# ---- fetch_prefetch_unit ----
===== config.mk =====
export PLATFORM = sky130hd
export DESIGN_NAME = fetch_prefetch_unit
export DESIGN_NICKNAME = d
export VERILOG_FILES = /design/src/rtl/fetch_prefetch_unit.sv
export SDC_FILE = /design/constraint.sdc
export NUM_CORES = 1
export LEC_CHECK = 0
export CAP_MARGIN = 20
export CORE_UTILIZATION = 63
export CTS_BUF_LIST = sky130_fd_sc_hd__clkbuf_2 sky130_fd_sc_hd__clkbuf_4 sky130_fd_sc_hd__clkbuf_8
export DETAILED_ROUTE_END_ITERATION = 16
export PLACE_DENSITY = 0.88
export SYNTH_ARGS = -nofsm -noshare
export SYNTH_HDL_FRONTEND = slang
export SYNTH_SLANG_ARGS = --single-unit

===== constraint.sdc =====
create_clock -name clk -period 4.8 [get_ports clk]
set_input_delay 0.48 -clock clk [delete_from_list [all_inputs] [get_ports clk]]
set_output_delay 0.48 -clock clk [all_outputs]
set_load 0.005 [all_outputs]

===== src/rtl/fetch_prefetch_unit.sv =====
// Instruction prefetch queue. It issues in-order fetches, buffers the returned
// words for decode, and on a redirect flushes the queue and discards stale responses.
module fetch_prefetch_unit #(
  parameter logic [31:0] RESET_PC = 32'h0000_0000,
  parameter int          DEPTH    = 4
) (
  input  logic        clk,
  input  logic        rst,
  output logic        imem_req_valid,
  output logic [31:0] imem_req_addr,
  input  logic        imem_req_ready,
  input  logic        imem_resp_valid,
  input  logic [31:0] imem_resp_data,
  output logic        out_valid,
  output logic [31:0] out_instr,
  output logic [31:0] out_pc,
  input  logic        out_ready,
  input  logic        redirect_valid,
  input  logic [31:0] redirect_pc
);

  localparam int PTR_W  = $clog2(DEPTH);
  localparam int CNT_W  = PTR_W + 1;
  // Stale responses can pile up across back-to-back redirects; this leaves headroom
  // for sixteen queues' worth of in-flight requests.
  localparam int DROP_W = PTR_W + 4;

  localparam logic [PTR_W-1:0]  PTR_ONE  = PTR_W'(1);
  localparam logic [CNT_W-1:0]  CNT_ONE  = CNT_W'(1);
  localparam logic [CNT_W-1:0]  CNT_FULL = CNT_W'(DEPTH);
  localparam logic [DROP_W-1:0] DROP_ONE = DROP_W'(1);

  logic [31:0]       fetch_pc_q, fetch_pc_d;
  logic [PTR_W-1:0]  head_q, head_d;
  logic [PTR_W-1:0]  tail_q, tail_d;
  logic [PTR_W-1:0]  fill_ptr_q, fill_ptr_d;
  logic [CNT_W-1:0]  reserved_q, reserved_d;
  logic [CNT_W-1:0]  pending_q, pending_d;
  logic [DROP_W-1:0] drop_cnt_q, drop_cnt_d;
  logic [DROP_W-1:0] unanswered;

  logic [31:0]      pc_q    [DEPTH];
  logic [31:0]      instr_q [DEPTH];
  logic [DEPTH-1:0] filled_q;

  logic req_fire, deq_fire, fill_en;

  // Request valid depends only on registered occupancy, never on out_ready.
  assign imem_req_valid = rst && (reserved_q < CNT_FULL) && !redirect_valid;
  assign imem_req_addr  = fetch_pc_q;
  assign out_valid      = filled_q[head_q];
  assign out_instr      = instr_q[head_q];
  assign out_pc         = pc_q[head_q];

  assign req_fire   = imem_req_valid && imem_req_ready;
  assign deq_fire   = out_valid && out_ready;
  assign fill_en    = imem_resp_valid && !redirect_valid &&
                      (drop_cnt_q == '0) && (pending_q != '0);
  assign unanswered = drop_cnt_q + DROP_W'(pending_q);

  // NOTE: every next-state signal takes its current value first, so no path leaves it unassigned and no latch is inferred.
  always_comb begin
    fetch_pc_d = fetch_pc_q;
    head_d     = head_q;
    tail_d     = tail_q;
    fill_ptr_d = fill_ptr_q;
    reserved_d = reserved_q;
    pending_d  = pending_q;
    drop_cnt_d = drop_cnt_q;
    if (redirect_valid) begin
      fetch_pc_d = redirect_pc & ~32'd3;
      head_d     = '0;
      tail_d     = '0;
      fill_ptr_d = '0;
      reserved_d = '0;
      pending_d  = '0;
      // A response landing on the redirect edge is answered and thrown away.
      drop_cnt_d = (imem_resp_valid && (unanswered != '0)) ? unanswered - DROP_ONE
                                                           : unanswered;
    end else begin
      if (req_fire) begin
        fetch_pc_d = fetch_pc_q + 32'd4;
        tail_d     = tail_q + PTR_ONE;
      end
      if (deq_fire) head_d = head_q + PTR_ONE;
      if (fill_en)  fill_ptr_d = fill_ptr_q + PTR_ONE;
      if (imem_resp_valid && (drop_cnt_q != '0)) drop_cnt_d = drop_cnt_q - DROP_ONE;
      case ({req_fire, deq_fire})
        2'b10:   reserved_d = reserved_q + CNT_ONE;
        2'b01:   reserved_d = reserved_q - CNT_ONE;
        default: reserved_d = reserved_q;
      endcase
      case ({req_fire, fill_en})
        2'b10:   pending_d = pending_q + CNT_ONE;
        2'b01:   pending_d = pending_q - CNT_ONE;
        default: pending_d = pending_q;
      endcase
    end
  end

  // NOTE: state registers use non-blocking assignments so every flop samples pre-edge values.
  always_ff @(posedge clk or negedge rst) begin
    if (!rst) begin
      fetch_pc_q <= RESET_PC;
      head_q     <= '0;
      tail_q     <= '0;
      fill_ptr_q <= '0;
      reserved_q <= '0;
      pending_q  <= '0;
      drop_cnt_q <= '0;
    end else begin
      fetch_pc_q <= fetch_pc_d;
      head_q     <= head_d;
      tail_q     <= tail_d;
      fill_ptr_q <= fill_ptr_d;
      reserved_q <= reserved_d;
      pending_q  <= pending_d;
      drop_cnt_q <= drop_cnt_d;
    end
  end

  // NOTE: the entry storage is reset on purpose, because the head entry drives out_pc/out_instr and those must read zero in reset.
  always_ff @(posedge clk or negedge rst) begin
    if (!rst) begin
      filled_q <= '0;
      for (int i = 0; i < DEPTH; i++) begin
        pc_q[i]    <= '0;
        instr_q[i] <= '0;
      end
    end else if (redirect_valid) begin
      filled_q <= '0;
    end else begin
      if (deq_fire) filled_q[head_q] <= 1'b0;
      if (req_fire) begin
        pc_q[tail_q]     <= fetch_pc_q;
        filled_q[tail_q] <= 1'b0;
      end
      if (fill_en) begin
        instr_q[fill_ptr_q]  <= imem_resp_data;
        filled_q[fill_ptr_q] <= 1'b1;
      end
    end
  end

endmodule

# ---- mem_bus_arbiter ----
===== config.mk =====
export PLATFORM = sky130hd
export DESIGN_NAME = mem_bus_arbiter
export DESIGN_NICKNAME = d
export VERILOG_FILES = /design/src/rtl/mem_bus_pkg.sv /design/src/rtl/rr_pick2.sv /design/src/rtl/mem_bus_arbiter.sv
export SDC_FILE = /design/constraint.sdc
export NUM_CORES = 1
export LEC_CHECK = 0
export CORE_ASPECT_RATIO = 1.75
export CORE_MARGIN = 2
export CORE_UTILIZATION = 35
export DETAILED_ROUTE_END_ITERATION = 8
export HOLD_SLACK_MARGIN = 0.15
export PLACE_DENSITY = 0.76
export SETUP_SLACK_MARGIN = 0.05
export SYNTH_ARGS = -nofsm -noshare
export SYNTH_HDL_FRONTEND = slang
export SYNTH_SLANG_ARGS = --single-unit

===== constraint.sdc =====
create_clock -name clk -period 1.49 [get_ports clk]
set_input_delay 0.298 -clock clk [delete_from_list [all_inputs] [get_ports clk]]
set_output_delay 0.298 -clock clk [all_outputs]
set_load 0.02 [all_outputs]

===== src/rtl/mem_bus_pkg.sv =====
// Shared types and default widths for the memory bus arbiter.
package mem_bus_pkg;

  localparam int unsigned DefaultAddrW = 9;
  localparam int unsigned DefaultDataW = 16;

  typedef enum logic [1:0] {
    MNONE  = 2'b00,
    MREAD  = 2'b01,
    MWRITE = 2'b10
  } mem_cmd_t;

  typedef enum logic [1:0] {
    StIdle   = 2'b00,
    StAccess = 2'b01,
    StRdata  = 2'b10
  } arb_state_t;

endpackage


===== src/rtl/rr_pick2.sv =====
// Two-way winner selection: a lone eligible requester wins; on a tie, ptr names the winner.
module rr_pick2 (
  input  logic [1:0] eligible,
  input  logic       ptr,
  output logic [1:0] winner
);

  always_comb begin
    winner = eligible;
    if (eligible == 2'b11) begin
      winner = ptr ? 2'b10 : 2'b01;
    end
  end

endmodule


===== src/rtl/mem_bus_arbiter.sv =====
// Two-requester single-port RAM arbiter (CPU = 0, debug loader = 1).
// Define MEM_BUS_ARBITER_ROUND_ROBIN_EN for round-robin ties; otherwise requester 0 wins ties.
module mem_bus_arbiter
  import mem_bus_pkg::*;
#(
  parameter int unsigned ADDR_W = DefaultAddrW,
  parameter int unsigned DATA_W = DefaultDataW
) (
  input  logic              clk,
  input  logic              reset_n,
  input  logic [1:0]        req,
  input  mem_cmd_t          cmd0,
  input  mem_cmd_t          cmd1,
  input  logic [ADDR_W-1:0] addr0,
  input  logic [ADDR_W-1:0] addr1,
  input  logic [DATA_W-1:0] wdata0,
  input  logic [DATA_W-1:0] wdata1,
  output logic [1:0]        gnt,
  output logic [1:0]        rvalid,
  output logic [DATA_W-1:0] rdata,
  output logic              busy,
  output mem_cmd_t          mem_cmd,
  output logic [ADDR_W-1:0] mem_addr,
  output logic [DATA_W-1:0] mem_wdata,
  input  logic [DATA_W-1:0] mem_rdata
);

  arb_state_t        state_q, state_d;
  logic              winner_q;
  mem_cmd_t          cmd_q;
  logic [ADDR_W-1:0] addr_q;
  logic [DATA_W-1:0] wdata_q;
  logic [DATA_W-1:0] rdata_q;
  logic [1:0]        eligible;
  logic [1:0]        winner;
  logic              take;
  logic              ptr;

  assign eligible[0] = req[0] && (cmd0 == MREAD || cmd0 == MWRITE);
  assign eligible[1] = req[1] && (cmd1 == MREAD || cmd1 == MWRITE);

  rr_pick2 u_pick (
    .eligible (eligible),
    .ptr      (ptr),
    .winner   (winner)
  );

`ifdef MEM_BUS_ARBITER_ROUND_ROBIN_EN
  logic ptr_q;

  // Favour the requester that lost the last granted access.
  always_ff @(posedge clk or negedge reset_n) begin
    if (!reset_n) begin
      ptr_q <= 1'b0;
    end else if (state_q == StAccess) begin
      ptr_q <= ~winner_q;
    end
  end

  assign ptr = ptr_q;
`else
  assign ptr = 1'b0;
`endif

  always_comb begin
    state_d = state_q;
    take    = 1'b0;
    unique case (state_q)
      StIdle: begin
        if (|eligible) begin
          take    = 1'b1;
          state_d = StAccess;
        end
      end
      StAccess: state_d = (cmd_q == MREAD) ? StRdata : StIdle;
      StRdata:  state_d = StIdle;
      default:  state_d = StIdle;
    endcase
  end

  always_ff @(posedge clk or negedge reset_n) begin
    if (!reset_n) begin
      state_q  <= StIdle;
      winner_q <= 1'b0;
      cmd_q    <= MNONE;
      addr_q   <= '0;
      wdata_q  <= '0;
      rdata_q  <= '0;
    end else begin
      state_q <= state_d;
      if (take) begin
        winner_q <= winner[1];
        cmd_q    <= winner[1] ? cmd1 : cmd0;
        addr_q   <= winner[1] ? addr1 : addr0;
        wdata_q  <= winner[1] ? wdata1 : wdata0;
      end
      if (state_q == StRdata) begin
        rdata_q <= mem_rdata;
      end
    end
  end

  // Address/data only change on a new latch, so they naturally hold between accesses.
  always_comb begin
    gnt       = (state_q == StAccess) ? (2'b01 << winner_q) : 2'b00;
    rvalid    = (state_q == StRdata) ? (2'b01 << winner_q) : 2'b00;
    rdata     = (state_q == StRdata) ? mem_rdata : rdata_q;
    busy      = (state_q != StIdle);
    mem_cmd   = (state_q == StAccess) ? cmd_q : MNONE;
    mem_addr  = addr_q;
    mem_wdata = wdata_q;
  end

endmodule


==> mem_bus_arbiter/cell_classes.png <==
(4 px per um) Fill, decap, tap and diode cells in gray.
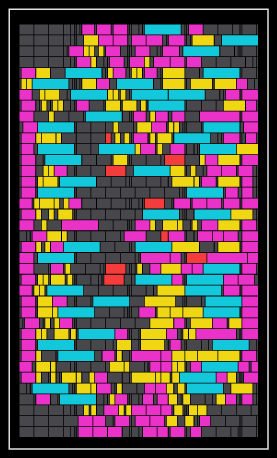
| color | class | cells | share of their area |
|---|---|---|---|
| cyan | flip-flops | 46 | 29% |
| red | clock drivers and dummy loads | 8 | 2.3% |
| yellow | all other logic | 150 | 28% |
| magenta | other buffers and delay cells | 160 | 41% |

==> summary.txt, mem_bus_arbiter <==
clock distribution power: 776 uW
total nets after synthesis: 279
status: finished with violations
Internal: 4.16 mW
hpwl dp: 4.90 mm
largest cell class by area: buffers
met2 Use GR: 0.387
final setup violation count: 49
met1 Usage GRT: 0.205
area fraction in xor and xnor cells: 0.0185
crit path DRT: 1.19 ns
main flop type: dfrtp_1
Switch Pwr: 2.41 mW
WHS: 0.503 ns
failing checks: setup timing
DR vias/cell: 4.80
worst-skew pair later-pin latency: 0.29 ns
met3 Resource Use GR: 0.0461
cell count along the critical path: 5
final setup margin: -0.371 ns
Critical Path End: rdata[4]
crit-path leading delay family: flip-flops
Startpoint Class: flop
CP bufs+invs: 3
DRT antenna net count: 0
-- mem_bus_arbiter: cell usage in the layout (no fill, tap or decap), types with 5 or more instances in the layout --
master           count
clkdlybuf4s50_1     72
dfrtp_1             46
buf_6               23
buf_4               31
a21oi_1              5
dlygate4sd2_1       25
mux2_4              16
clkbuf_8             6
inv_1               77
a222oi_1            25
-- mem_bus_arbiter: repair_timing --
action	CTS	global route
gates cloned	3	1
pin swaps	0	2
hold buffers	1	0
buffers inserted	12	2
setup endpoints to repair	74	49
hold endpoints to repair	46	0
gates resized	180	4
==> fetch_prefetch_unit/met2.png <==
(3 px per um)
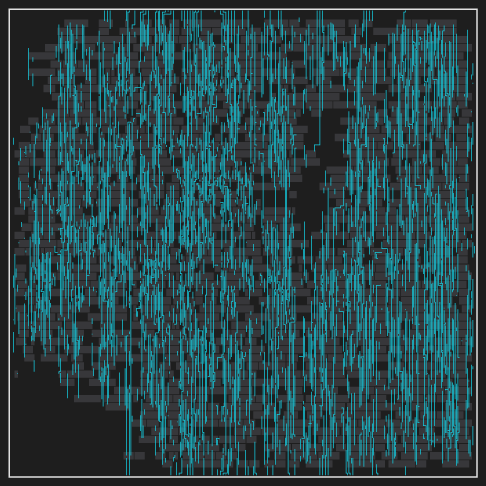
longest straight run: 65.3 um
share of all routed wire: 50%

==> summary.txt, fetch_prefetch_unit <==
Seq share, synth: 0.507
Top logic family: multiplexers
post-synthesis compound-gate area fraction: 0.0412
n_diodes: 0
setup TNS: 0 ns
Layout clock buffers: 84
placed insts: 1433
bufs w/o clock: 175
average size of a mapped cell: 14.6 um2
max reg flops: 128
first-pass GRT wire length: 53.8 mm
most frequent cell after synthesis: dfrtp_1
Worst R2R Setup Slack: 2.00 ns
Slew headroom: 0.228
Post-synth EDFFs: 0
Tcrit/Tclk final: 0.735
port bufs: 161
CTS max path bufs: 3
sequential fraction of total cell area: 0.427
chip area line of the yosys report: 0.0148 mm2
status: completed
met2 routed WL: 16.5 mm
CP arrival: 3.05 ns
Routed met1 length: 13.8 mm
mux share: 0.305
most numerous logic cells after layout: dfrtp_1, clkdlybuf4s50_1, mux2_2, mux2_4, nand2_1
Crit. End Element: output pin
total vias in the final route: 9106
R2R depth: 7
-- fetch_prefetch_unit: report_power, final --
| group | switching, mW | internal [mW] | total (mW) |
|---|---|---|---|
| combinational | 0.361 | 0.499 | 0.861 |
| clock | 1.02 | 1.51 | 2.53 |
| sequential | 0.186 | 2.73 | 2.92 |
-- fetch_prefetch_unit: critical path, stage by stage, from the launching register on --
cell             delay (ns)
dfrtp_4                0.96
buf_4                  0.46
mux4_2                 0.59
clkdlybuf4s50_1        0.47


## Gallery

Nets reached from selected ports.
Plate I
(2 px per um)
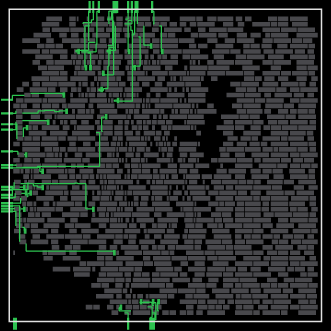
Plate II
(4 px per um)
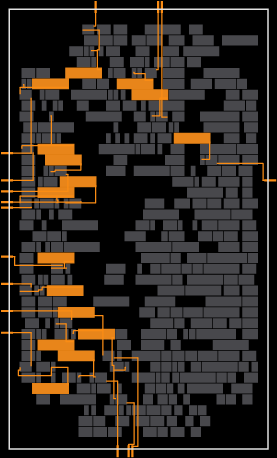
mem_bus_arbiter: Plate II
fetch_prefetch_unit: Plate I

Key to Plate I:
| color | port | bits | direction | edge | end cells | buffers | wire |
|---|---|---|---|---|---|---|---|
| green | `redirect_pc` | 32 | input | 15 west, 11 north, 6 south | 30 | 30 | 807 um |

Power figures rest on the tool's default switching activity, not on a simulated workload.
